# ff_div_skid

Figure 1. M2 wires (ff_div_skid).
Scale: 1 px per um. Cells faint in the background.
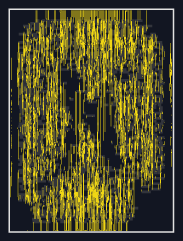
Figure 2. Routing congestion map (ff_div_skid).
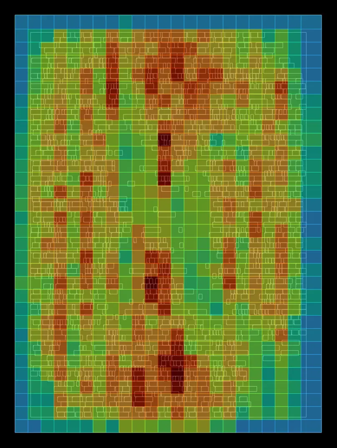
File: src/rtl/ff_div_skid.sv
// ff_div_skid: elastic register slice for the divider datapath.
// Carries LANES x WIDTH operands plus a TAG_W iteration tag per beat, using a
// valid/ready handshake and a two-entry (main + skid) buffer. Downstream
// back-pressure stalls the pipe without losing beats.
//
// Ports:
//   aclk, aresetn     clock, asynchronous active-low reset
//   ld                synchronous flush of all held beats
//   s_valid/s_ready   upstream handshake (s_ready registered)
//   s_data/s_tag      upstream payload and tag
//   m_valid/m_ready   downstream handshake (m_valid registered)
//   m_data/m_tag      downstream payload and tag (registered)
//   occupancy         held beats, 0..2
//   stall_cnt         saturating count of m_valid && !m_ready cycles
module ff_div_skid #(
  parameter int unsigned WIDTH = 32,
  parameter int unsigned LANES = 4,
  parameter int unsigned TAG_W = 4
) (
  input  logic                   aclk,
  input  logic                   aresetn,
  input  logic                   ld,
  input  logic                   s_valid,
  output logic                   s_ready,
  input  logic [LANES*WIDTH-1:0] s_data,
  input  logic [TAG_W-1:0]       s_tag,
  output logic                   m_valid,
  input  logic                   m_ready,
  output logic [LANES*WIDTH-1:0] m_data,
  output logic [TAG_W-1:0]       m_tag,
  output logic [1:0]             occupancy,
  output logic [15:0]            stall_cnt
);

  localparam int unsigned DW = LANES * WIDTH;

  typedef enum logic [1:0] {StEmpty, StOne, StFull} state_e;

  state_e           r_state;
  logic             r_main_valid;
  logic [DW-1:0]    r_main_data;
  logic [TAG_W-1:0] r_main_tag;
  logic             r_skid_valid;
  logic [DW-1:0]    r_skid_data;
  logic [TAG_W-1:0] r_skid_tag;
  logic             r_s_ready;
  logic [1:0]       r_occ;
  logic [15:0]      r_stall_cnt;

  logic w_push;
  logic w_pop;
  logic w_stall;

  assign w_push  = s_valid && r_s_ready;
  assign w_pop   = r_main_valid && m_ready;
  assign w_stall = r_main_valid && !m_ready;

  always_ff @(posedge aclk or negedge aresetn) begin
    if (!aresetn) begin
      r_state      <= StEmpty;
      r_main_valid <= 1'b0;
      r_main_data  <= '0;
      r_main_tag   <= '0;
      r_skid_valid <= 1'b0;
      r_skid_data  <= '0;
      r_skid_tag   <= '0;
      r_s_ready    <= 1'b0;
      r_occ        <= 2'd0;
      r_stall_cnt  <= 16'd0;
    end else begin
      // Stall counting is independent of flush; it only saturates.
      if (w_stall && (r_stall_cnt != 16'hFFFF)) begin
        r_stall_cnt <= r_stall_cnt + 16'd1;
      end
      if (ld) begin
        r_state      <= StEmpty;
        r_main_valid <= 1'b0;
        r_main_data  <= '0;
        r_main_tag   <= '0;
        r_skid_valid <= 1'b0;
        r_skid_data  <= '0;
        r_skid_tag   <= '0;
        r_s_ready    <= 1'b1;
        r_occ        <= 2'd0;
      end else begin
        // s_ready mirrors "skid empty after this edge"; only a push into skid
        // or a stalled FULL state pulls it low.
        r_s_ready <= 1'b1;
        unique case (r_state)
          StEmpty: begin
            if (w_push) begin
              r_main_data  <= s_data;
              r_main_tag   <= s_tag;
              r_main_valid <= 1'b1;
              r_state      <= StOne;
              r_occ        <= 2'd1;
            end
          end
          StOne: begin
            if (w_push && w_pop) begin
              r_main_data <= s_data;
              r_main_tag  <= s_tag;
            end else if (w_push) begin
              r_skid_data  <= s_data;
              r_skid_tag   <= s_tag;
              r_skid_valid <= 1'b1;
              r_state      <= StFull;
              r_occ        <= 2'd2;
              r_s_ready    <= 1'b0;
            end else if (w_pop) begin
              // Payload is kept; only the valid bit drops.
              r_main_valid <= 1'b0;
              r_state      <= StEmpty;
              r_occ        <= 2'd0;
            end
          end
          StFull: begin
            r_s_ready <= w_pop;
            if (w_pop) begin
              r_main_data  <= r_skid_data;
              r_main_tag   <= r_skid_tag;
              r_skid_valid <= 1'b0;
              r_state      <= StOne;
              r_occ        <= 2'd1;
            end
          end
          default: begin
            r_state <= StEmpty;
          end
        endcase
      end
    end
  end

  assign s_ready   = r_s_ready;
  assign m_valid   = r_main_valid;
  assign m_data    = r_main_data;
  assign m_tag     = r_main_tag;
  assign occupancy = r_occ;
  assign stall_cnt = r_stall_cnt;

endmodule

File: config.mk
export PLATFORM = sky130hd
export DESIGN_NAME = ff_div_skid
export DESIGN_NICKNAME = d
export VERILOG_FILES = /design/src/rtl/ff_div_skid.sv
export SDC_FILE = /design/constraint.sdc
export NUM_CORES = 1
export LEC_CHECK = 0
export CAP_MARGIN = 0
export CORE_ASPECT_RATIO = 1.4
export CORE_MARGIN = 8
export CORE_UTILIZATION = 45
export DETAILED_ROUTE_END_ITERATION = 10
export GPL_TIMING_DRIVEN = 0
export PLACE_DENSITY = 0.73
export SYNTH_ARGS = -nofsm -noshare
export SYNTH_HDL_FRONTEND = slang
export SYNTH_SLANG_ARGS = --single-unit
File: constraint.sdc
create_clock -name aclk -period 2.85 [get_ports aclk]
set_clock_uncertainty 0.15 [all_clocks]
set_input_delay 0.57 -clock aclk [delete_from_list [all_inputs] [get_ports aclk]]
set_output_delay 0.57 -clock aclk [all_outputs]
set_load 0.01 [all_outputs]
==> results_dict.tcl <==
# implementation run metrics
set metrics [dict create \
    firstDrtPassIters 5 \
    vias 10400 \
    ys_types 48 \
    ys_seq_share_pct 52.8 \
    clk-power_mw 3.72 \
    num_rows 75 \
    placed_cell_area_um2 17000 \
    intPower_mw 9.43 \
    status "finished, final reports clean" \
    worst_pin_slew_ns 0.605 \
    sh_seq_area_pct 39.9 \
    timing.critical_path.arrival_ns 2.87 \
    grt_max_degree 114 \
    gp_congestion 0.823 \
    r2r-end "m_data[43]" \
    area_growth_pct 32.3 \
]
## Picture notes: Figure 1
share of all routed wire: 51%
main direction: vertical

## Picture notes: Figure 2
met1 Resource Use GR: 23.1%
final core utilization: 60.1%
gr usage total: 20.5%

[worst min path at each step]
stage / to / slack (ns) / cells after the start
finish: m_data[121] / 0.34 / 1
global route: m_data[33] / 0.36 / 1
CTS: m_data[121] / 0.34 / 1
detailed placement: m_data[121] / 0.32 / 1
global placement: m_data[121] / 0.32 / 1
floorplan: m_data[0] / 0.12 / 0
[cell usage in the layout, fill, tap and decap left out, drive strengths merged, types with 7 or more instances in the layout]
master,Yosys,final
nand2,271,271
nand3,9,9
inv,7,7
clkbuf,45,89
o21ai,7,7
dfrtp,286,286
a21oi,139,139
mux2,135,135
buf,47,50
mux2i,132,132
nor2,139,139
clkdlybuf4s50,0,287
[cell usage after synthesis (all sizes together), types with 2 or more instances]
master and number:
o21a 3, inv 7, nor4 4, nor4b 2
mux2i 132, ha 5, dfrtp 286, and3 2
nand3b 2, nand3 9, mux2 135, buf 47
nand2 271, nand4 6, o21ai 7, clkbuf 45
nand4b 2, or4 2, xor2 5, and4 2
a31oi 2, xnor2 5, nand2b 2, or3 2
nor2 139, a21oi 139, nor3 5

# aixh_mxc_left_ptile_pipe

Figure 3. Register map, names as in the netlist (aixh_mxc_left_ptile_pipe).
Scale: 1.5 px per um.
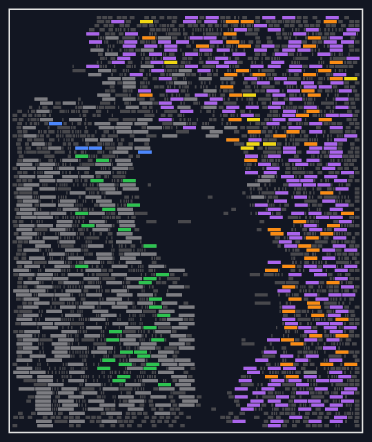
Figure 4. Routing congestion map (aixh_mxc_left_ptile_pipe).
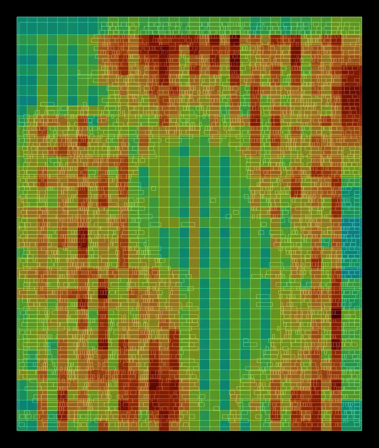
<file path="config.mk">
export PLATFORM = sky130hd
export DESIGN_NAME = aixh_mxc_left_ptile_pipe
export DESIGN_NICKNAME = d
export VERILOG_FILES = /design/src/rtl/aixh_mxc_left_ptile_pipe.sv
export SDC_FILE = /design/constraint.sdc
export NUM_CORES = 1
export LEC_CHECK = 0
export ABC_AREA = 1
export ABC_CLOCK_PERIOD_IN_PS = 2600
export CORE_ASPECT_RATIO = 1.2
export CORE_UTILIZATION = 40
export CTS_CLUSTER_SIZE = 10
export DETAILED_ROUTE_END_ITERATION = 12
export PLACE_DENSITY = 0.69
export SYNTH_ARGS = -nofsm -noshare
export SYNTH_HDL_FRONTEND = slang
export SYNTH_SLANG_ARGS = --single-unit
export TNS_END_PERCENT = 5
</file>
<file path="constraint.sdc">
create_clock -name aixh_core_clk2x -period 2.6 [get_ports aixh_core_clk2x]
set_input_delay 0.52 -clock aixh_core_clk2x [delete_from_list [all_inputs] [get_ports aixh_core_clk2x]]
set_output_delay 0.52 -clock aixh_core_clk2x [all_outputs]
set_load 0.01 [all_outputs]
</file>
<file path="src/rtl/aixh_mxc_left_ptile_pipe.sv">
// Left processing tile: per-row skewed forward command pipe plus per-row backward result buffers
// drained through one arbitrated valid/ready port. Optional round-robin arbiter: AIXH_MXC_LEFT_PTILE_RR_EN.
module aixh_mxc_left_ptile_pipe #(
    parameter int TILE_INDEX = 0,
    parameter int YCELLS     = 4,
    parameter int CWIDTH     = 8,
    parameter int DWIDTH     = 64,
    parameter int RWIDTH     = 32,
    parameter int ROW_LAT    = 1,
    parameter int RBUF_DEPTH = 2
) (
    input  logic                        aixh_core_clk2x,
    input  logic                        aixh_core_rstn2x,
    input  logic [CWIDTH-1:0]           i_lpt_cmd,
    input  logic                        i_lpt_vld,
    input  logic [DWIDTH-1:0]           i_lpt_dat,
    output logic [CWIDTH-1:0]           o_lpt_cmd,
    output logic                        o_lpt_vld,
    output logic [DWIDTH-1:0]           o_lpt_dat,
    input  logic [YCELLS-1:0]           i_row_en,
    output logic [YCELLS-1:0]           o_ipt_vld,
    output logic [YCELLS*CWIDTH-1:0]    o_ipt_cmd,
    output logic [YCELLS*DWIDTH-1:0]    o_ipt_dat,
    input  logic [YCELLS-1:0]           i_ipt_vld,
    input  logic [YCELLS*RWIDTH-1:0]    i_ipt_dat,
    output logic [YCELLS-1:0]           o_ipt_full,
    output logic                        o_lqt_vld,
    output logic [$clog2(YCELLS)-1:0]   o_lqt_row,
    output logic [RWIDTH-1:0]           o_lqt_dat,
    input  logic                        i_lqt_rdy,
    output logic                        o_ovf,
    input  logic                        i_ovf_clr
);

    localparam int LAST = YCELLS * ROW_LAT;
    localparam int NSTG = LAST + 1;
    localparam int ROWW = $clog2(YCELLS);
    localparam int PTRW = $clog2(RBUF_DEPTH);
    localparam int CNTW = PTRW + 1;

    if (YCELLS < 2 || ROW_LAT < 0 || ROW_LAT > 1 || RBUF_DEPTH < 2 ||
        (RBUF_DEPTH & (RBUF_DEPTH - 1)) != 0 || TILE_INDEX < 0) begin : g_bad_param
        $error("aixh_mxc_left_ptile_pipe: illegal parameter set");
    end

    // ---------------- forward skew pipeline ----------------
    logic              r_vld_p [NSTG];
    logic [CWIDTH-1:0] r_cmd_p [NSTG];
    logic [DWIDTH-1:0] r_dat_p [NSTG];
    logic [YCELLS-1:0] r_row_en;

    always_ff @(posedge aixh_core_clk2x or negedge aixh_core_rstn2x) begin
        if (!aixh_core_rstn2x) begin
            r_row_en <= '0;
            for (int k = 0; k < NSTG; k++) begin
                r_vld_p[k] <= 1'b0;
                r_cmd_p[k] <= '0;
                r_dat_p[k] <= '0;
            end
        end else begin
            r_row_en   <= i_row_en;
            r_vld_p[0] <= i_lpt_vld;
            if (i_lpt_vld) begin
                r_cmd_p[0] <= i_lpt_cmd;
                r_dat_p[0] <= i_lpt_dat;
            end
            // idle slots keep the last command/data so rows see a stable bus
            for (int k = 1; k < NSTG; k++) begin
                r_vld_p[k] <= r_vld_p[k-1];
                if (r_vld_p[k-1]) begin
                    r_cmd_p[k] <= r_cmd_p[k-1];
                    r_dat_p[k] <= r_dat_p[k-1];
                end
            end
        end
    end

    for (genvar y = 0; y < YCELLS; y++) begin : g_row_out
        assign o_ipt_vld[y]                     = r_vld_p[y*ROW_LAT] & r_row_en[y];
        assign o_ipt_cmd[y*CWIDTH +: CWIDTH]    = r_cmd_p[y*ROW_LAT];
        assign o_ipt_dat[y*DWIDTH +: DWIDTH]    = r_dat_p[y*ROW_LAT];
    end

    assign o_lpt_vld = r_vld_p[LAST];
    assign o_lpt_cmd = r_cmd_p[LAST];
    assign o_lpt_dat = r_dat_p[LAST];

    // ---------------- backward result buffers ----------------
    logic [RWIDTH-1:0] r_buf  [YCELLS][RBUF_DEPTH];
    logic [PTRW-1:0]   r_wptr [YCELLS];
    logic [PTRW-1:0]   r_rptr [YCELLS];
    logic [CNTW-1:0]   r_cnt  [YCELLS];

    logic [YCELLS-1:0] w_full;
    logic [YCELLS-1:0] w_nempty;
    logic [YCELLS-1:0] w_req;
    logic [YCELLS-1:0] w_push;
    logic [YCELLS-1:0] w_drop;
    logic [YCELLS-1:0] w_pop;

    logic              w_load;
    logic              w_any;
    logic [ROWW-1:0]   w_sel;
    logic [RWIDTH-1:0] w_sel_dat;

    logic              r_lqt_vld;
    logic [ROWW-1:0]   r_lqt_row;
    logic [RWIDTH-1:0] r_lqt_dat;
    logic              r_ovf;

    // full comes from the registered count only, so a same-cycle pop cannot admit a write
    assign w_req  = i_ipt_vld & r_row_en;
    assign w_push = w_req & ~w_full;
    assign w_drop = w_req & w_full;

    for (genvar y = 0; y < YCELLS; y++) begin : g_row_flags
        assign w_full[y]   = (r_cnt[y] == CNTW'(RBUF_DEPTH));
        assign w_nempty[y] = (r_cnt[y] != '0);
        assign w_pop[y]    = w_load & w_any & (w_sel == ROWW'(y));
    end

    always_ff @(posedge aixh_core_clk2x or negedge aixh_core_rstn2x) begin
        if (!aixh_core_rstn2x) begin
            for (int y = 0; y < YCELLS; y++) begin
                r_wptr[y] <= '0;
                r_rptr[y] <= '0;
                r_cnt[y]  <= '0;
            end
        end else begin
            for (int y = 0; y < YCELLS; y++) begin
                if (w_push[y]) r_wptr[y] <= r_wptr[y] + 1'b1;
                if (w_pop[y])  r_rptr[y] <= r_rptr[y] + 1'b1;
                case ({w_push[y], w_pop[y]})
                    2'b10:   r_cnt[y] <= r_cnt[y] + 1'b1;
                    2'b01:   r_cnt[y] <= r_cnt[y] - 1'b1;
                    default: r_cnt[y] <= r_cnt[y];
                endcase
            end
        end
    end

    always_ff @(posedge aixh_core_clk2x) begin
        for (int y = 0; y < YCELLS; y++) begin
            if (w_push[y]) r_buf[y][r_wptr[y]] <= i_ipt_dat[y*RWIDTH +: RWIDTH];
        end
    end

    // ---------------- arbitration ----------------
    assign w_load = ~r_lqt_vld | i_lqt_rdy;

`ifdef AIXH_MXC_LEFT_PTILE_RR_EN
    logic [ROWW-1:0] r_rr_ptr;
    logic            w_lo_any;
    logic [ROWW-1:0] w_lo_sel;
    logic            w_hi_any;
    logic [ROWW-1:0] w_hi_sel;

    // lowest request at/after the pointer wins; otherwise wrap to the lowest request overall
    always_comb begin
        w_lo_any = 1'b0;
        w_lo_sel = '0;
        w_hi_any = 1'b0;
        w_hi_sel = '0;
        for (int y = YCELLS - 1; y >= 0; y--) begin
            if (w_nempty[y]) begin
                w_lo_any = 1'b1;
                w_lo_sel = ROWW'(y);
                if (y >= int'(r_rr_ptr)) begin
                    w_hi_any = 1'b1;
                    w_hi_sel = ROWW'(y);
                end
            end
        end
        w_any = w_lo_any;
        w_sel = w_hi_any ? w_hi_sel : w_lo_sel;
    end

    always_ff @(posedge aixh_core_clk2x or negedge aixh_core_rstn2x) begin
        if (!aixh_core_rstn2x) begin
            r_rr_ptr <= '0;
        end else if (w_load && w_any) begin
            r_rr_ptr <= (w_sel == ROWW'(YCELLS - 1)) ? '0 : w_sel + 1'b1;
        end
    end
`else
    always_comb begin
        w_any = 1'b0;
        w_sel = '0;
        for (int y = YCELLS - 1; y >= 0; y--) begin
            if (w_nempty[y]) begin
                w_any = 1'b1;
                w_sel = ROWW'(y);
            end
        end
    end
`endif

    always_comb begin
        w_sel_dat = '0;
        for (int y = 0; y < YCELLS; y++) begin
            if (w_sel == ROWW'(y)) w_sel_dat = r_buf[y][r_rptr[y]];
        end
    end

    // ---------------- output slot and overflow ----------------
    always_ff @(posedge aixh_core_clk2x or negedge aixh_core_rstn2x) begin
        if (!aixh_core_rstn2x) begin
            r_lqt_vld <= 1'b0;
            r_lqt_row <= '0;
            r_lqt_dat <= '0;
        end else if (w_load) begin
            r_lqt_vld <= w_any;
            if (w_any) begin
                r_lqt_row <= w_sel;
                r_lqt_dat <= w_sel_dat;
            end
        end
    end

    always_ff @(posedge aixh_core_clk2x or negedge aixh_core_rstn2x) begin
        if (!aixh_core_rstn2x) begin
            r_ovf <= 1'b0;
        end else if (|w_drop) begin
            r_ovf <= 1'b1;
        end else if (i_ovf_clr) begin
            r_ovf <= 1'b0;
        end
    end

    assign o_ipt_full = w_full;
    assign o_lqt_vld  = r_lqt_vld;
    assign o_lqt_row  = r_lqt_row;
    assign o_lqt_dat  = r_lqt_dat;
    assign o_ovf      = r_ovf;

endmodule

</file>
==> results_dict.tcl <==
# implementation run metrics
set metrics [dict create \
    antenna_found_initial 20 \
    ys_cells 2322 \
    slew_viol_final 0 \
    viasPerCell 4.95 \
    crit_required_ns 2.08 \
    cts_root_buffer "clkbuf_16" \
    ys_seq_share_pct 70.2 \
    worstSetupEndpointType "output port" \
    syn_inst 2322 \
    drive_gt1_share_pct 8.08 \
    holdBufCountCts 1 \
    yosys-stat-area_um2 26000 \
    place.detailed.hpwl_um 57200 \
    ff_type "dfrtp_1" \
    nNonClkBuffers 662 \
    rsz0062_at_grt "false" \
    grt_overflow_total 0 \
    largest_area_cell "dfrtp_1" \
    yosys_warnings 0 \
    comb_area_um2 6560 \
    min_from "i_row_en[2]" \
    timing.critical_path.arrival_ns 1.90 \
    path_max_fanout 3 \
    clock_path_buffers 3 \
    grtUsageTotal_pct 23.1 \
    r2r-end "r_cnt[7]" \
    drc 0 \
    critPathKind "register to output port" \
    grt_pass1_wl_um 114000 \
    grt_max_degree 146 \
    initCoreUtil_pct 40.8 \
    synth_nets 2539 \
    cts_setup_buffers 0 \
    die_h_um 281 \
    synthXorXnorAreaFrac_pct 0.506 \
    status "finished, final reports clean" \
    cp_num_cells 3 \
    setup_violations 0 \
]
## Picture notes: Figure 3
[o_ipt_dat] purple | placed flops: 256
[o_lpt_cmd] yellow | placed flops: 8
[o_lpt_dat] orange | placed flops: 64
[o_lqt_dat] green | placed flops: 32
[r_rptr] blue | placed flops: 4
not coloured: 313

## Picture notes: Figure 4
M2 GR Usage: 37.4%
met1 Resource Use GR: 26.9%
final core utilization: 55.7%

layer usage:
layer | vias up | wire length (um) | GRT usage (%) | part of all wire [%]
li1 | 8835 | - | - | -
met4 | 28 | 4060 | 11.9 | 5.2
met1 | 9077 | 29100 | 26.9 | 37
met5 | - | 204 | 0 | 0.26
met3 | 197 | 7310 | 8.15 | 9.4
met2 | 717 | 37000 | 37.4 | 48
report_power, final:
part	internal, mW	leakage, nW	total (mW)	switching (mW)
combinational	3.53	6.67	8.22	4.70
sequential	12.8	7.30	13.8	1.03
clock	5.66	1.07	9.77	4.10
total	22.0	15.0	31.8	9.83
cells in the mapped netlist, types with 2 or more instances:
library cell,count
xnor2_1,5
nor2_4,2
buf_2,48
inv_1,173
dfrtp_1,421
nand2_1,582
buf_1,21
nand2_4,2
nor2_2,11
nor2_1,249
mux2_2,72
clkbuf_1,39
a21oi_1,180
edfxtp_1,256
nand3_1,12
xor2_1,10
buf_6,5
nand2_2,3
ha_1,4
o21ai_0,169
o21ai_1,7
buf_4,7
mux2i_1,32
o211ai_1,4

# riscv_fetch

Figure 5. M2 wires (riscv_fetch).
Scale: 2 px per um. Cells faint in the background.
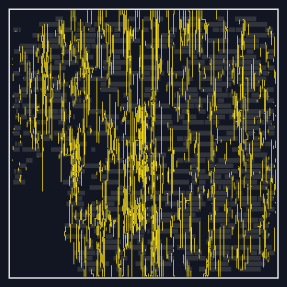
Figure 6. Routing congestion map (riscv_fetch).
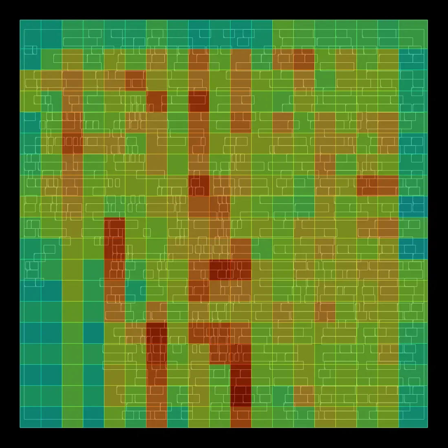
Figure 7. Zoomed window (riscv_fetch).
Region (47, 74) to (87, 114) um. Cells in grey, sequential cells in the stronger grey; small squares are vias.
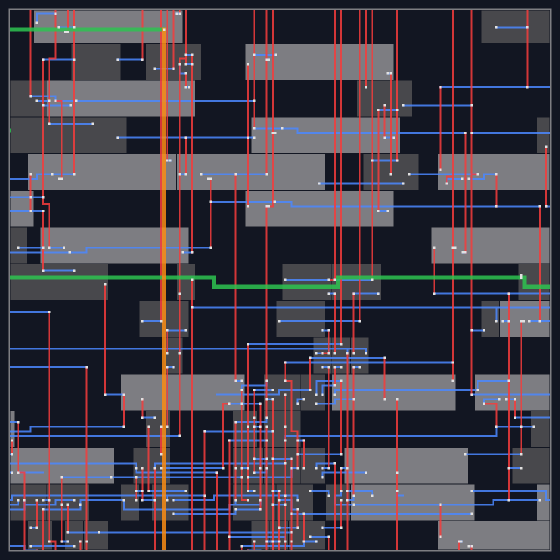
[src/rtl/riscv_fetch_pkg.sv]
// rtl/riscv_fetch_pkg.sv - shared types and constants for the instruction fetch stage
package riscv_fetch_pkg;

    localparam int FETCH_ADDR_W = 32;
    localparam int FETCH_DATA_W = 32;
    localparam logic [FETCH_ADDR_W-1:0] FETCH_PC_INC = 32'd4;

    typedef enum logic [1:0] {
        ST_RESET   = 2'd0,
        ST_REQ     = 2'd1,
        ST_HOLD    = 2'd2,
        ST_DISCARD = 2'd3
    } fetch_state_e;

    typedef struct packed {
        logic [FETCH_ADDR_W-1:0] addr;
        logic [FETCH_DATA_W-1:0] data;
        logic                    exc;
    } fetch_entry_t;

    localparam int FETCH_ENTRY_W = $bits(fetch_entry_t);

endpackage

[src/rtl/riscv_fetch_buffer.sv]
// rtl/riscv_fetch_buffer.sv - prefetch FIFO of fetch entries with clear
// Clear and push in the same cycle leave exactly the pushed entry.
module riscv_fetch_buffer
    import riscv_fetch_pkg::*;
#(
    parameter int DEPTH = 2,
    localparam int PTR_W = $clog2(DEPTH),
    localparam int CNT_W = $clog2(DEPTH + 1)
) (
    input  logic                     clk,
    input  logic                     reset_n,
    input  logic                     i_push,
    input  logic                     i_pop,
    input  logic                     i_clear,
    input  logic [FETCH_ENTRY_W-1:0] i_entry,
    output logic [FETCH_ENTRY_W-1:0] o_head,
    output logic                     o_full,
    output logic                     o_empty,
    output logic [CNT_W-1:0]         o_count
);

    logic [FETCH_ENTRY_W-1:0] r_mem [DEPTH];
    logic [PTR_W-1:0]         r_wr_ptr;
    logic [PTR_W-1:0]         r_rd_ptr;
    logic [CNT_W-1:0]         r_count;
    logic                     w_push;
    logic                     w_pop;

    assign o_full  = (r_count == CNT_W'(DEPTH));
    assign o_empty = (r_count == '0);
    assign o_count = r_count;
    assign o_head  = r_mem[r_rd_ptr];
    assign w_pop   = i_pop && !o_empty;
    assign w_push  = i_push && (!o_full || w_pop);

    always_ff @(posedge clk) begin
        if (i_clear) begin
            if (i_push) begin
                r_mem[0] <= i_entry;
            end
        end else if (w_push) begin
            r_mem[r_wr_ptr] <= i_entry;
        end
    end

    always_ff @(posedge clk or negedge reset_n) begin
        if (!reset_n) begin
            r_wr_ptr <= '0;
            r_rd_ptr <= '0;
            r_count  <= '0;
        end else if (i_clear) begin
            r_rd_ptr <= '0;
            r_wr_ptr <= PTR_W'(i_push);
            r_count  <= CNT_W'(i_push);
        end else begin
            if (w_push) begin
                r_wr_ptr <= r_wr_ptr + PTR_W'(1);
            end
            if (w_pop) begin
                r_rd_ptr <= r_rd_ptr + PTR_W'(1);
            end
            r_count <= r_count + CNT_W'(w_push) - CNT_W'(w_pop);
        end
    end

endmodule

[src/rtl/riscv_fetch.sv]
// rtl/riscv_fetch.sv - fetch stage: PC, single-outstanding imem reads, prefetch FIFO
// Optional misaligned-target exception: RISCV_FETCH_MISALIGN_EXC_EN.
module riscv_fetch
    import riscv_fetch_pkg::*;
#(
    parameter int                         INST_ADDR_WIDTH = 32,
    parameter int                         INST_DATA_WIDTH = 32,
    parameter logic [INST_ADDR_WIDTH-1:0] RESET_PC        = 32'h0000_0200,
    parameter int                         FIFO_DEPTH      = 2
) (
    input  logic                       clk,
    input  logic                       reset_n,
    input  logic                       stall,
    input  logic                       flush,
    input  logic [INST_ADDR_WIDTH-1:0] branch_target,
    output logic                       imem_read,
    output logic [INST_ADDR_WIDTH-1:0] imem_address,
    input  logic [INST_DATA_WIDTH-1:0] imem_data,
    input  logic                       imem_ack,
    output logic [INST_DATA_WIDTH-1:0] inst_data,
    output logic [INST_ADDR_WIDTH-1:0] inst_address,
    output logic                       inst_ready,
    output logic                       inst_count,
    output logic                       fetch_exception
);

    localparam int CNT_W = $clog2(FIFO_DEPTH + 1);
`ifdef RISCV_FETCH_MISALIGN_EXC_EN
    localparam bit EXC_EN = 1'b1;
`else
    localparam bit EXC_EN = 1'b0;
`endif

    fetch_state_e               r_state;
    fetch_state_e               w_state_next;
    logic [INST_ADDR_WIDTH-1:0] r_pc;
    logic                       r_exc_stop;
    logic [INST_ADDR_WIDTH-1:0] w_target;
    logic                       w_misalign;
    logic                       w_req_ack;
    logic                       w_push;
    logic                       w_pop;
    logic                       w_full;
    logic                       w_empty;
    logic                       w_full_after;
    logic [CNT_W-1:0]           w_count;
    fetch_entry_t               w_entry;
    fetch_entry_t               w_head;

    // Without the exception feature the low target bits are simply dropped.
    assign w_target   = EXC_EN ? branch_target : (branch_target & ~INST_ADDR_WIDTH'(3));
    assign w_misalign = EXC_EN && flush && (branch_target[1:0] != 2'b00);
    assign w_full_after = (w_count == CNT_W'(FIFO_DEPTH - 1)) && !w_pop;

    always_ff @(posedge clk or negedge reset_n) begin
        if (!reset_n) begin
            r_state <= ST_RESET;
        end else begin
            r_state <= w_state_next;
        end
    end

    always_comb begin
        w_state_next = r_state;
        if (flush) begin
            if (((r_state == ST_REQ) || (r_state == ST_DISCARD)) && !imem_ack) begin
                w_state_next = ST_DISCARD;
            end else if (w_misalign) begin
                w_state_next = ST_HOLD;
            end else begin
                w_state_next = ST_REQ;
            end
        end else begin
            case (r_state)
                ST_RESET:   w_state_next = ST_REQ;
                ST_REQ:     if (imem_ack && w_full_after) w_state_next = ST_HOLD;
                ST_HOLD:    if (w_pop && !r_exc_stop) w_state_next = ST_REQ;
                ST_DISCARD: if (imem_ack) w_state_next = r_exc_stop ? ST_HOLD : ST_REQ;
                default:    w_state_next = ST_RESET;
            endcase
        end
    end

    always_comb begin
        imem_read    = (r_state == ST_REQ) && !w_full;
        w_req_ack    = (r_state == ST_REQ) && imem_ack && !flush;
        w_pop        = !w_empty && !stall && !flush;
        w_push       = w_req_ack || w_misalign;
        w_entry.addr = FETCH_ADDR_W'(w_misalign ? w_target : r_pc);
        w_entry.data = w_misalign ? '0 : FETCH_DATA_W'(imem_data);
        w_entry.exc  = w_misalign;
    end

    // A misaligned target parks fetching until the next flush.
    always_ff @(posedge clk or negedge reset_n) begin
        if (!reset_n) begin
            r_pc       <= RESET_PC;
            r_exc_stop <= 1'b0;
        end else if (flush) begin
            r_pc       <= w_target;
            r_exc_stop <= w_misalign;
        end else if (w_req_ack) begin
            r_pc <= r_pc + INST_ADDR_WIDTH'(FETCH_PC_INC);
        end
    end

    riscv_fetch_buffer #(
        .DEPTH (FIFO_DEPTH)
    ) u_buffer (
        .clk     (clk),
        .reset_n (reset_n),
        .i_push  (w_push),
        .i_pop   (w_pop),
        .i_clear (flush),
        .i_entry (w_entry),
        .o_head  (w_head),
        .o_full  (w_full),
        .o_empty (w_empty),
        .o_count (w_count)
    );

    assign imem_address    = r_pc;
    assign inst_ready      = !w_empty;
    assign inst_count      = !w_empty;
    assign inst_data       = INST_DATA_WIDTH'(w_head.data);
    assign inst_address    = INST_ADDR_WIDTH'(w_head.addr);
    assign fetch_exception = EXC_EN && !w_empty && w_head.exc;

endmodule

[config.mk]
export PLATFORM = sky130hd
export DESIGN_NAME = riscv_fetch
export DESIGN_NICKNAME = d
export VERILOG_FILES = /design/src/rtl/riscv_fetch_pkg.sv /design/src/rtl/riscv_fetch_buffer.sv /design/src/rtl/riscv_fetch.sv
export SDC_FILE = /design/constraint.sdc
export NUM_CORES = 1
export LEC_CHECK = 0
export CAP_MARGIN = 20
export CELL_PAD_IN_SITES_DETAIL_PLACEMENT = 0
export CELL_PAD_IN_SITES_GLOBAL_PLACEMENT = 1
export CORE_MARGIN = 1
export CORE_UTILIZATION = 38
export DETAILED_ROUTE_END_ITERATION = 16
export GPL_TIMING_DRIVEN = 0
export PLACE_DENSITY = 0.75
export SYNTH_ARGS = -nofsm -noshare
export SYNTH_HDL_FRONTEND = slang
export SYNTH_SLANG_ARGS = --single-unit
[constraint.sdc]
create_clock -name clk -period 14.1 [get_ports clk]
set_clock_uncertainty 0.15 [all_clocks]
set_input_delay 2.115 -clock clk [delete_from_list [all_inputs] [get_ports clk]]
set_output_delay 2.115 -clock clk [all_outputs]
set_load 0.01 [all_outputs]
==> results_dict.tcl <==
# implementation run metrics
set metrics [dict create \
    status "finished, final reports clean" \
    grt_overflow_total 0 \
    min_from "imem_address[31]" \
    ir_drop_mv 0.0687 \
    setup_violations 0 \
    cp-endpoint "inst_address[22]" \
    cp_num_cells 4 \
    path_cells "clkbuf_1 -> clkbuf_1 -> mux2_2 -> clkdlybuf4s50_1" \
    core_area_um2 16800 \
    ys_cells 437 \
    r2r-end "u_buffer.r_mem[0][24]" \
    worst_pin_slew_ns 0.897 \
    mostFrequentLayoutCells "clkdlybuf4s50_1 (159), edfxtp_1 (124), mux2_2 (62), dfrtp_1 (35), nand2_1 (34)" \
    antenna_found_initial 0 \
    dieArea_um2 17900 \
    placed_cell_area_um2 8520 \
    fin_nets 693 \
    dp.cells 823 \
    finalSetupTns_ns 0 \
    detail-route-antenna-nets 0 \
    intPower_uw 858 \
    io_buffers 160 \
    yosys-stat-area_um2 6590 \
    initCoreUtil_pct 39.3 \
    warnings 28 \
    synth_area_per_cell_um2 15.1 \
    regMostFlops "u_buffer.r_mem" \
    cts_buffers 17 \
    cts_tree "done" \
    viasPerCell 5.07 \
    yosys_warnings 0 \
    async_reset_ff_share_pct 22.5 \
    holdBufCountCts 0 \
    clock_path_buffers 2 \
    crit_required_ns 11.84 \
    finalWorstPathRequiredPeriod_ns 4.99 \
    place.detailed.hpwl_um 10500 \
    most_common_cell "edfxtp_1" \
    r2r_start "r_state[0]" \
    grt_pass1_wl_um 23300 \
    max_stage_delay_ns 0.58 \
    cp_top_family "buffers and inverters" \
]
Notes on Figure 5 above:
main direction: vertical
nets with wire on the layer: 598
M2 GR Usage: 28.8%
routed via count: 4,330
final wirelength: 15,100 um

Notes on Figure 6 above:
gr usage total: 17.5%
met1 Resource Use GR: 22.2%
wire per inst: 17.7 um
final core utilization: 54.2%

Notes on Figure 7 above:
[met1] blue
[met3] green
[met2] red
[met4] orange
sequential cells in the window: 17
netlist names of flops here include: u_buffer.r_mem (12), imem_address (5)
cells with their middle in the window: 57
most frequent: edfxtp_1 (12), nand2_1 (8)

[worst reg2reg max path, stage by stage, from the launching register on]
cell	delay, ns
dfrtp_1	0.48
nand3b_4	0.20
a311oi_1	0.56
nor2b_4	0.69
buf_12	0.27
buf_12	0.20
[cell type report]
| class | count | area, um^2 |
|---|---|---|
| clock inverters | 14 | 135 |
| multi-input cells | 246 | 1830 |
| inverters | 8 | 30.0 |
| repair buffers | 162 | 1640 |
| well taps | 220 | 275 |
| fillers | 1442 | 7680 |
| clock buffers | 17 | 425 |
| flip-flops and latches | 160 | 4630 |
| plain buffers | 27 | 129 |
[routing by layer]
layer | vias to the layer above | GRT usage, % | part of all wire [%]
met5 | - | 0 | 0
met1 | 2106 | 22.2 | 43
met4 | 0 | 6.50 | 1.6
li1 | 2039 | - | -
met3 | 23 | 4.64 | 6.3
met2 | 162 | 28.8 | 49
[cells by family (layout without fill, tap and decap cells)]
kind of cell	count (synthesis)	in the layout	share of synthesized area, %
XOR/XNOR	12	12	1.60
other	1	5	0.0569
multiplexers	63	63	10.8
flip-flops	160	160	70.2
AND-OR/OR-AND	53	53	5.40
buffers and inverters	35	228	2.41
adder cells (fa/ha/maj)	2	2	0.380
AND/OR/NAND/NOR	111	111	9.18

# rd_req_queue_flat

## src/rtl/rd_req_queue_pkg.sv

```systemverilog
// Shared defaults, FSM state encoding and sizing helper for the read request queue.
package rd_req_queue_pkg;

  localparam int DEPTH_DEF  = 4;
  localparam int ID_W_DEF   = 4;
  localparam int ADDR_W_DEF = 32;
  localparam int DATA_W_DEF = 128;

  typedef enum logic {
    IDLE = 1'b0,
    BUSY = 1'b1
  } state_t;

  // Occupancy counter must hold the value DEPTH itself, not just DEPTH-1.
  function automatic int cnt_width(input int depth);
    return $clog2(depth + 1);
  endfunction

endpackage

```

## src/rtl/rd_req_queue_if.sv

```systemverilog
// Client request, read-channel and response signals of the read request queue.
interface rd_req_queue_if
  import rd_req_queue_pkg::*;
#(
  parameter int ID_W   = ID_W_DEF,
  parameter int ADDR_W = ADDR_W_DEF,
  parameter int DATA_W = DATA_W_DEF
);

  logic              req_valid;
  logic [ADDR_W-1:0] req_addr;
  logic              req_ready;
  logic              rqfull_1;

  logic              rstart_rq;
  logic [ADDR_W-1:0] rin_addr;
  logic [ID_W-1:0]   next_rid;

  logic [DATA_W-1:0] rdat_m_data;
  logic              rdat_m_valid;
  logic              finish_mrd;

  logic              resp_valid;
  logic [DATA_W-1:0] resp_data;
  logic [ID_W-1:0]   resp_id;
  logic              err_stray;

  modport slave (
    input  req_valid, req_addr, rdat_m_data, rdat_m_valid, finish_mrd,
    output req_ready, rqfull_1, rstart_rq, rin_addr, next_rid,
           resp_valid, resp_data, resp_id, err_stray
  );

  modport master (
    output req_valid, req_addr, rdat_m_data, rdat_m_valid, finish_mrd,
    input  req_ready, rqfull_1, rstart_rq, rin_addr, next_rid,
           resp_valid, resp_data, resp_id, err_stray
  );

endinterface

```

## src/rtl/rd_req_queue_rq_fifo.sv

```systemverilog
// Synchronous address FIFO with push/pop/count; pointers wrap mod DEPTH.
module rq_fifo
  import rd_req_queue_pkg::*;
#(
  parameter int WIDTH = ADDR_W_DEF,
  parameter int DEPTH = DEPTH_DEF
)(
  input  logic                        clk,
  input  logic                        rst,
  input  logic                        push,
  input  logic                        pop,
  input  logic [WIDTH-1:0]            din,
  output logic [WIDTH-1:0]            dout,
  output logic [cnt_width(DEPTH)-1:0] count,
  output logic                        empty
);

  localparam int CNT_W = cnt_width(DEPTH);
  localparam int PTR_W = (DEPTH > 1) ? $clog2(DEPTH) : 1;

  logic [WIDTH-1:0] mem [DEPTH];
  logic [PTR_W-1:0] wr_ptr;
  logic [PTR_W-1:0] rd_ptr;
  logic [CNT_W-1:0] cnt;
  logic             do_push;
  logic             do_pop;

  function automatic logic [PTR_W-1:0] bump(input logic [PTR_W-1:0] p);
    return (p == PTR_W'(DEPTH - 1)) ? '0 : p + 1'b1;
  endfunction

  assign do_pop  = pop && (cnt != '0);
  assign do_push = push && ((cnt != CNT_W'(DEPTH)) || do_pop);

  always_ff @(posedge clk) begin
    if (rst) begin
      wr_ptr <= '0;
      rd_ptr <= '0;
      cnt    <= '0;
    end else begin
      if (do_push) wr_ptr <= bump(wr_ptr);
      if (do_pop)  rd_ptr <= bump(rd_ptr);
      case ({do_push, do_pop})
        2'b10:   cnt <= cnt + 1'b1;
        2'b01:   cnt <= cnt - 1'b1;
        default: cnt <= cnt;
      endcase
    end
  end

  // Storage needs no reset; occupancy is tracked by cnt alone.
  always_ff @(posedge clk) begin
    if (do_push) mem[wr_ptr] <= din;
  end

  assign dout  = mem[rd_ptr];
  assign count = cnt;
  assign empty = (cnt == '0);

endmodule

```

## src/rtl/rd_req_queue.sv

```systemverilog
// Read request queue: buffers client addresses and runs one read at a time,
// tagging each with a rolling ID and forwarding returned data beats.
//
// state | meaning
// IDLE  | no read in flight; starts the head request when the queue is non-empty
// BUSY  | one read in flight; data beats forwarded until finish_mrd
module rd_req_queue
  import rd_req_queue_pkg::*;
#(
  parameter int DEPTH  = DEPTH_DEF,
  parameter int ID_W   = ID_W_DEF,
  parameter int ADDR_W = ADDR_W_DEF,
  parameter int DATA_W = DATA_W_DEF
)(
  input  logic         clk,
  input  logic         rst,
  rd_req_queue_if.slave bus
);

  localparam int CNT_W = cnt_width(DEPTH);

  state_t            state;
  state_t            state_nxt;
  logic              start;
  logic              beat;
  logic              stray;
  logic              push;

  logic [ADDR_W-1:0] head_addr;
  logic [CNT_W-1:0]  count;
  logic              empty;

  logic [ID_W-1:0]   id_cnt;
  logic [ID_W-1:0]   cur_id;
  logic              resp_valid_q;
  logic [DATA_W-1:0] resp_data_q;
  logic [ID_W-1:0]   resp_id_q;
  logic              err_stray_q;

  assign bus.req_ready = (count < CNT_W'(DEPTH));
  assign bus.rqfull_1  = (count >= CNT_W'(DEPTH - 1));
  assign push          = bus.req_valid && bus.req_ready;

  rq_fifo #(
    .WIDTH (ADDR_W),
    .DEPTH (DEPTH)
  ) u_rq_fifo (
    .clk   (clk),
    .rst   (rst),
    .push  (push),
    .pop   (start),
    .din   (bus.req_addr),
    .dout  (head_addr),
    .count (count),
    .empty (empty)
  );

  always_ff @(posedge clk) begin
    if (rst) state <= IDLE;
    else     state <= state_nxt;
  end

  always_comb begin
    state_nxt = state;
    start     = 1'b0;
    beat      = 1'b0;
    stray     = 1'b0;
    case (state)
      IDLE: begin
        stray = bus.rdat_m_valid || bus.finish_mrd;
        // Held off during reset so the start pulse reads as 0 in the reset cycle.
        if (!empty && !rst) begin
          start     = 1'b1;
          state_nxt = BUSY;
        end
      end
      BUSY: begin
        beat = bus.rdat_m_valid;
        if (bus.finish_mrd) state_nxt = IDLE;
      end
      default: state_nxt = IDLE;
    endcase
  end

  always_ff @(posedge clk) begin
    if (rst) begin
      id_cnt       <= '0;
      cur_id       <= '0;
      resp_valid_q <= 1'b0;
      resp_data_q  <= '0;
      resp_id_q    <= '0;
      err_stray_q  <= 1'b0;
    end else begin
      resp_valid_q <= beat;
      if (start) begin
        cur_id <= id_cnt;
        id_cnt <= id_cnt + 1'b1;
      end
      if (beat) begin
        resp_data_q <= bus.rdat_m_data;
        resp_id_q   <= cur_id;
      end
      if (stray) err_stray_q <= 1'b1;
    end
  end

  assign bus.rstart_rq  = start;
  assign bus.rin_addr   = start ? head_addr : '0;
  assign bus.next_rid   = start ? id_cnt : '0;
  assign bus.resp_valid = resp_valid_q;
  assign bus.resp_data  = resp_data_q;
  assign bus.resp_id    = resp_id_q;
  assign bus.err_stray  = err_stray_q;

endmodule

```

## src/flat_wrapper.sv

```systemverilog
// flat-port wrapper written by rule: the top's interface ports become plain ports
module rd_req_queue_flat import rd_req_queue_pkg::*;
#(
  parameter int DEPTH  = DEPTH_DEF,
  parameter int ID_W   = ID_W_DEF,
  parameter int ADDR_W = ADDR_W_DEF,
  parameter int DATA_W = DATA_W_DEF
)
  (clk, rst, bus_req_valid, bus_req_addr, bus_rdat_m_data, bus_rdat_m_valid, bus_finish_mrd, bus_req_ready, bus_rqfull_1, bus_rstart_rq, bus_rin_addr, bus_next_rid, bus_resp_valid, bus_resp_data, bus_resp_id, bus_err_stray);
  rd_req_queue_if #(.ID_W(ID_W), .ADDR_W(ADDR_W), .DATA_W(DATA_W)) bus_i ();
  input  logic clk;
  input  logic rst;
  input wire logic [$bits(bus_i.req_valid)-1:0] bus_req_valid;
  input wire logic [$bits(bus_i.req_addr)-1:0] bus_req_addr;
  input wire logic [$bits(bus_i.rdat_m_data)-1:0] bus_rdat_m_data;
  input wire logic [$bits(bus_i.rdat_m_valid)-1:0] bus_rdat_m_valid;
  input wire logic [$bits(bus_i.finish_mrd)-1:0] bus_finish_mrd;
  output wire logic [$bits(bus_i.req_ready)-1:0] bus_req_ready;
  output wire logic [$bits(bus_i.rqfull_1)-1:0] bus_rqfull_1;
  output wire logic [$bits(bus_i.rstart_rq)-1:0] bus_rstart_rq;
  output wire logic [$bits(bus_i.rin_addr)-1:0] bus_rin_addr;
  output wire logic [$bits(bus_i.next_rid)-1:0] bus_next_rid;
  output wire logic [$bits(bus_i.resp_valid)-1:0] bus_resp_valid;
  output wire logic [$bits(bus_i.resp_data)-1:0] bus_resp_data;
  output wire logic [$bits(bus_i.resp_id)-1:0] bus_resp_id;
  output wire logic [$bits(bus_i.err_stray)-1:0] bus_err_stray;
  assign bus_i.req_valid = bus_req_valid;
  assign bus_i.req_addr = bus_req_addr;
  assign bus_i.rdat_m_data = bus_rdat_m_data;
  assign bus_i.rdat_m_valid = bus_rdat_m_valid;
  assign bus_i.finish_mrd = bus_finish_mrd;
  assign bus_req_ready = bus_i.req_ready;
  assign bus_rqfull_1 = bus_i.rqfull_1;
  assign bus_rstart_rq = bus_i.rstart_rq;
  assign bus_rin_addr = bus_i.rin_addr;
  assign bus_next_rid = bus_i.next_rid;
  assign bus_resp_valid = bus_i.resp_valid;
  assign bus_resp_data = bus_i.resp_data;
  assign bus_resp_id = bus_i.resp_id;
  assign bus_err_stray = bus_i.err_stray;
  rd_req_queue #(.DEPTH(DEPTH), .ID_W(ID_W), .ADDR_W(ADDR_W), .DATA_W(DATA_W)) u_core (.clk(clk), .rst(rst), .bus(bus_i));
endmodule
```

## config.mk

```make
export PLATFORM = sky130hd
export DESIGN_NAME = rd_req_queue_flat
export DESIGN_NICKNAME = d
export VERILOG_FILES = /design/src/rtl/rd_req_queue_pkg.sv /design/src/rtl/rd_req_queue_if.sv /design/src/rtl/rd_req_queue_rq_fifo.sv /design/src/rtl/rd_req_queue.sv /design/src/flat_wrapper.sv
export SDC_FILE = /design/constraint.sdc
export NUM_CORES = 1
export LEC_CHECK = 0
export CORE_UTILIZATION = 40
export CTS_BUF_LIST = sky130_fd_sc_hd__clkbuf_8
export CTS_CLUSTER_SIZE = 16
export DETAILED_ROUTE_END_ITERATION = 8
export GPL_ROUTABILITY_DRIVEN = 0
export GPL_TIMING_DRIVEN = 0
export MAX_ROUTING_LAYER = met4
export PLACE_DENSITY = 0.76
export SLEW_MARGIN = 20
export SYNTH_ARGS = -nofsm -noshare
export SYNTH_HDL_FRONTEND = slang
export SYNTH_SLANG_ARGS = --single-unit
```

## constraint.sdc

```tcl
create_clock -name clk -period 5.15 [get_ports clk]
set_input_delay 1.03 -clock clk [delete_from_list [all_inputs] [get_ports clk]]
set_output_delay 1.03 -clock clk [all_outputs]
set_load 0.01 [all_outputs]
```

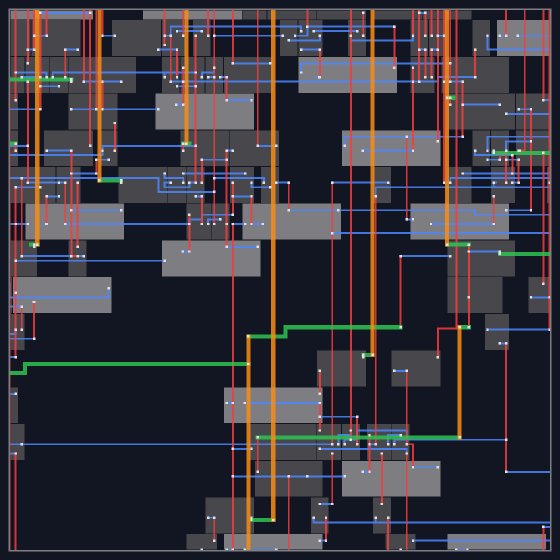
Figure 8: rd_req_queue_flat, zoomed window.
Region (61, 94) to (101, 134) um. Cells in grey, sequential cells in the stronger grey; small squares are vias.
[met4] orange
[met1] blue
[met2] red
[met3] green
netlist names of flops here include: u_core.bus.resp_data (9), u_core.bus.resp_id (2)
sequential cells in the window: 11
cells with their middle in the window: 72
most frequent: nand2_1 (21), clkdlybuf4s50_1 (14), a21oi_1 (12)

==> results_dict.tcl <==
# implementation run metrics
set metrics [dict create \
    status "finished, final reports clean" \
    adder_share_pct 1.04 \
    drive_gt1_share_pct 9.81 \
    yosys-stat-area_um2 10300 \
    grt_pass1_vias 7925 \
    clock_latency_ns 0.55 \
    largest_cell_class "sequential cells" \
    simple_gate_share_pct 13.6 \
    worstSetupEndpointType "output port" \
    final_area_um2 15100 \
    warnings 29 \
    ys_sh_mux_pct 7.66 \
    grt_pass1_wl_um 42800 \
    dp.cells 1547 \
    finalWorstSetupSlack_ns 0.796 \
    power.total_mw 6.44 \
    inv_count 9 \
    fmax_ghz 0.230 \
    drc 0 \
    pwr-share-seq_pct 42.3 \
    ff_type "dfxtp_1" \
    viasPerCell 4.89 \
    yosys_warnings 0 \
    power_density_nw_per_um2 428 \
    cts_setup_buffers 0 \
    clkCellAreaFrac_pct 5.84 \
    nWellTaps 330 \
    seq_cell_count 280 \
    cts_tree "done" \
    clk-power_mw 1.84 \
    finalSetupTns_ns 0 \
    initCoreUtil_pct 40.8 \
    ys.flops 280 \
    worst_pin_slew_ns 0.648 \
    common_cells "nand2_1 (266), dfxtp_1 (152), a21oi_1 (142)" \
    slew-limit-headroom_pct 56.8 \
    grt_max_degree 29 \
    setup_violations 0 \
    sh_seq_area_pct 45.7 \
]
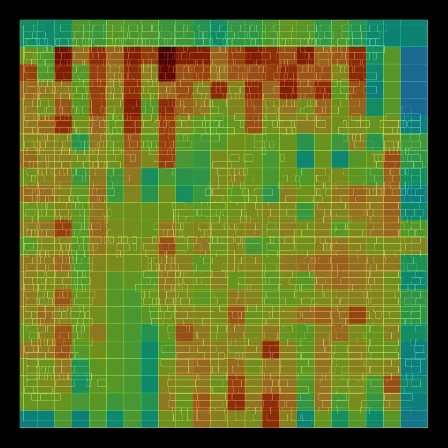
Figure 9: rd_req_queue_flat, routing congestion map.
met1 Resource Use GR: 26.3%
global routing usage on met3: 5.25%
final core utilization: 59.6%

-- sequential cells by signal, summed over array words and instances, names as in the netlist, named ones only --
signal,cells
u_core.bus.resp_data,128
u_core.u_rq_fifo.mem,128
u_core.bus.resp_id,4
u_core.cur_id,4
u_core.id_cnt,4
u_core.u_rq_fifo.count,3
u_core.u_rq_fifo.rd_ptr,2
u_core.u_rq_fifo.wr_ptr,2
u_core.bus.err_stray,1
u_core.bus.resp_valid,1
u_core.state,1
-- final timing paths --
check | start | end | slack, ns
max | rst | bus_next_rid[1] | 0.80
min | u_core.bus.resp_data[21] | u_core.bus.resp_data[21] | 0.45
min reg2reg | u_core.bus.resp_data[21] | u_core.bus.resp_data[21] | 0.45
max reg2reg | u_core.u_rq_fifo.count[2] | u_core.u_rq_fifo.count[2] | 2.79
-- worst max-delay path: stages --
cell and delay [ns]:
clkdlybuf4s50_1 0.55, nor3_2 0.52, clkbuf_1 0.39, and2_1 0.22, clkdlybuf4s50_1 0.60
-- per-layer routing --
layer  vias up  global-route usage, %  share of wire (%)
met4         0                   8.92                3.7
met2       326                   35.5                 49
met1      3745                   26.3                 41
li1       3804                      -                  -
met3        75                   5.25                6.8
met5         -                      -                  0


==> screenshots <==
Register map, names as in the netlist.
panel A
Scale: 2 px per um.
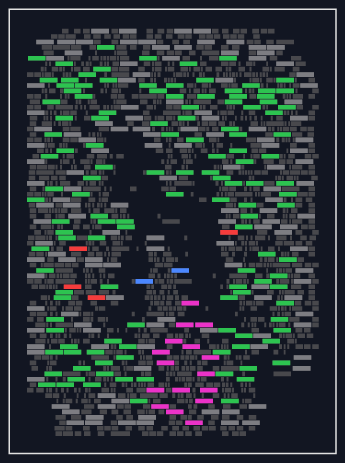
panel B
Scale: 4 px per um.
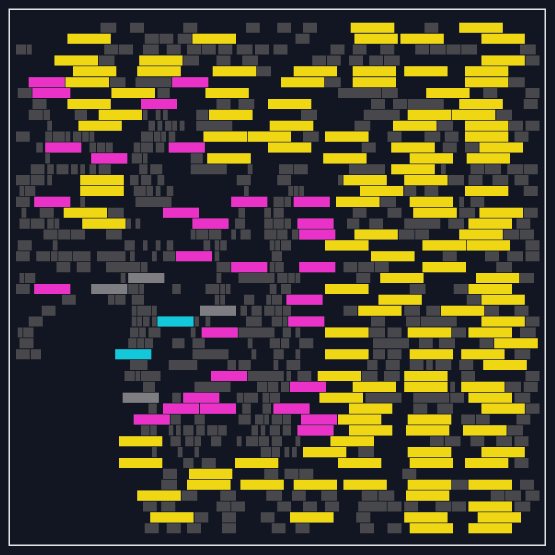
panel C
Scale: 3 px per um.
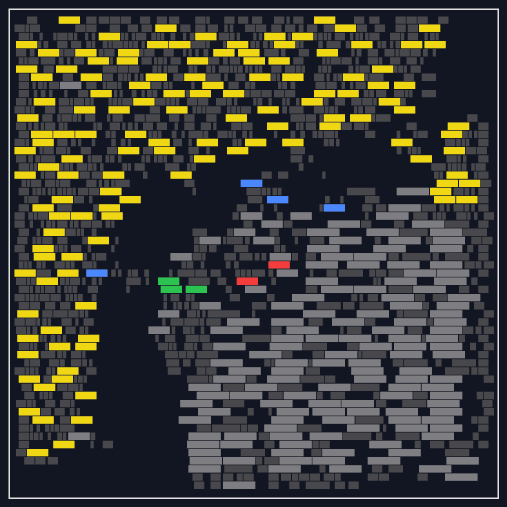
panel C -> rd_req_queue_flat
panel A -> ff_div_skid
panel B -> riscv_fetch

Power and IR drop assume default switching activity.
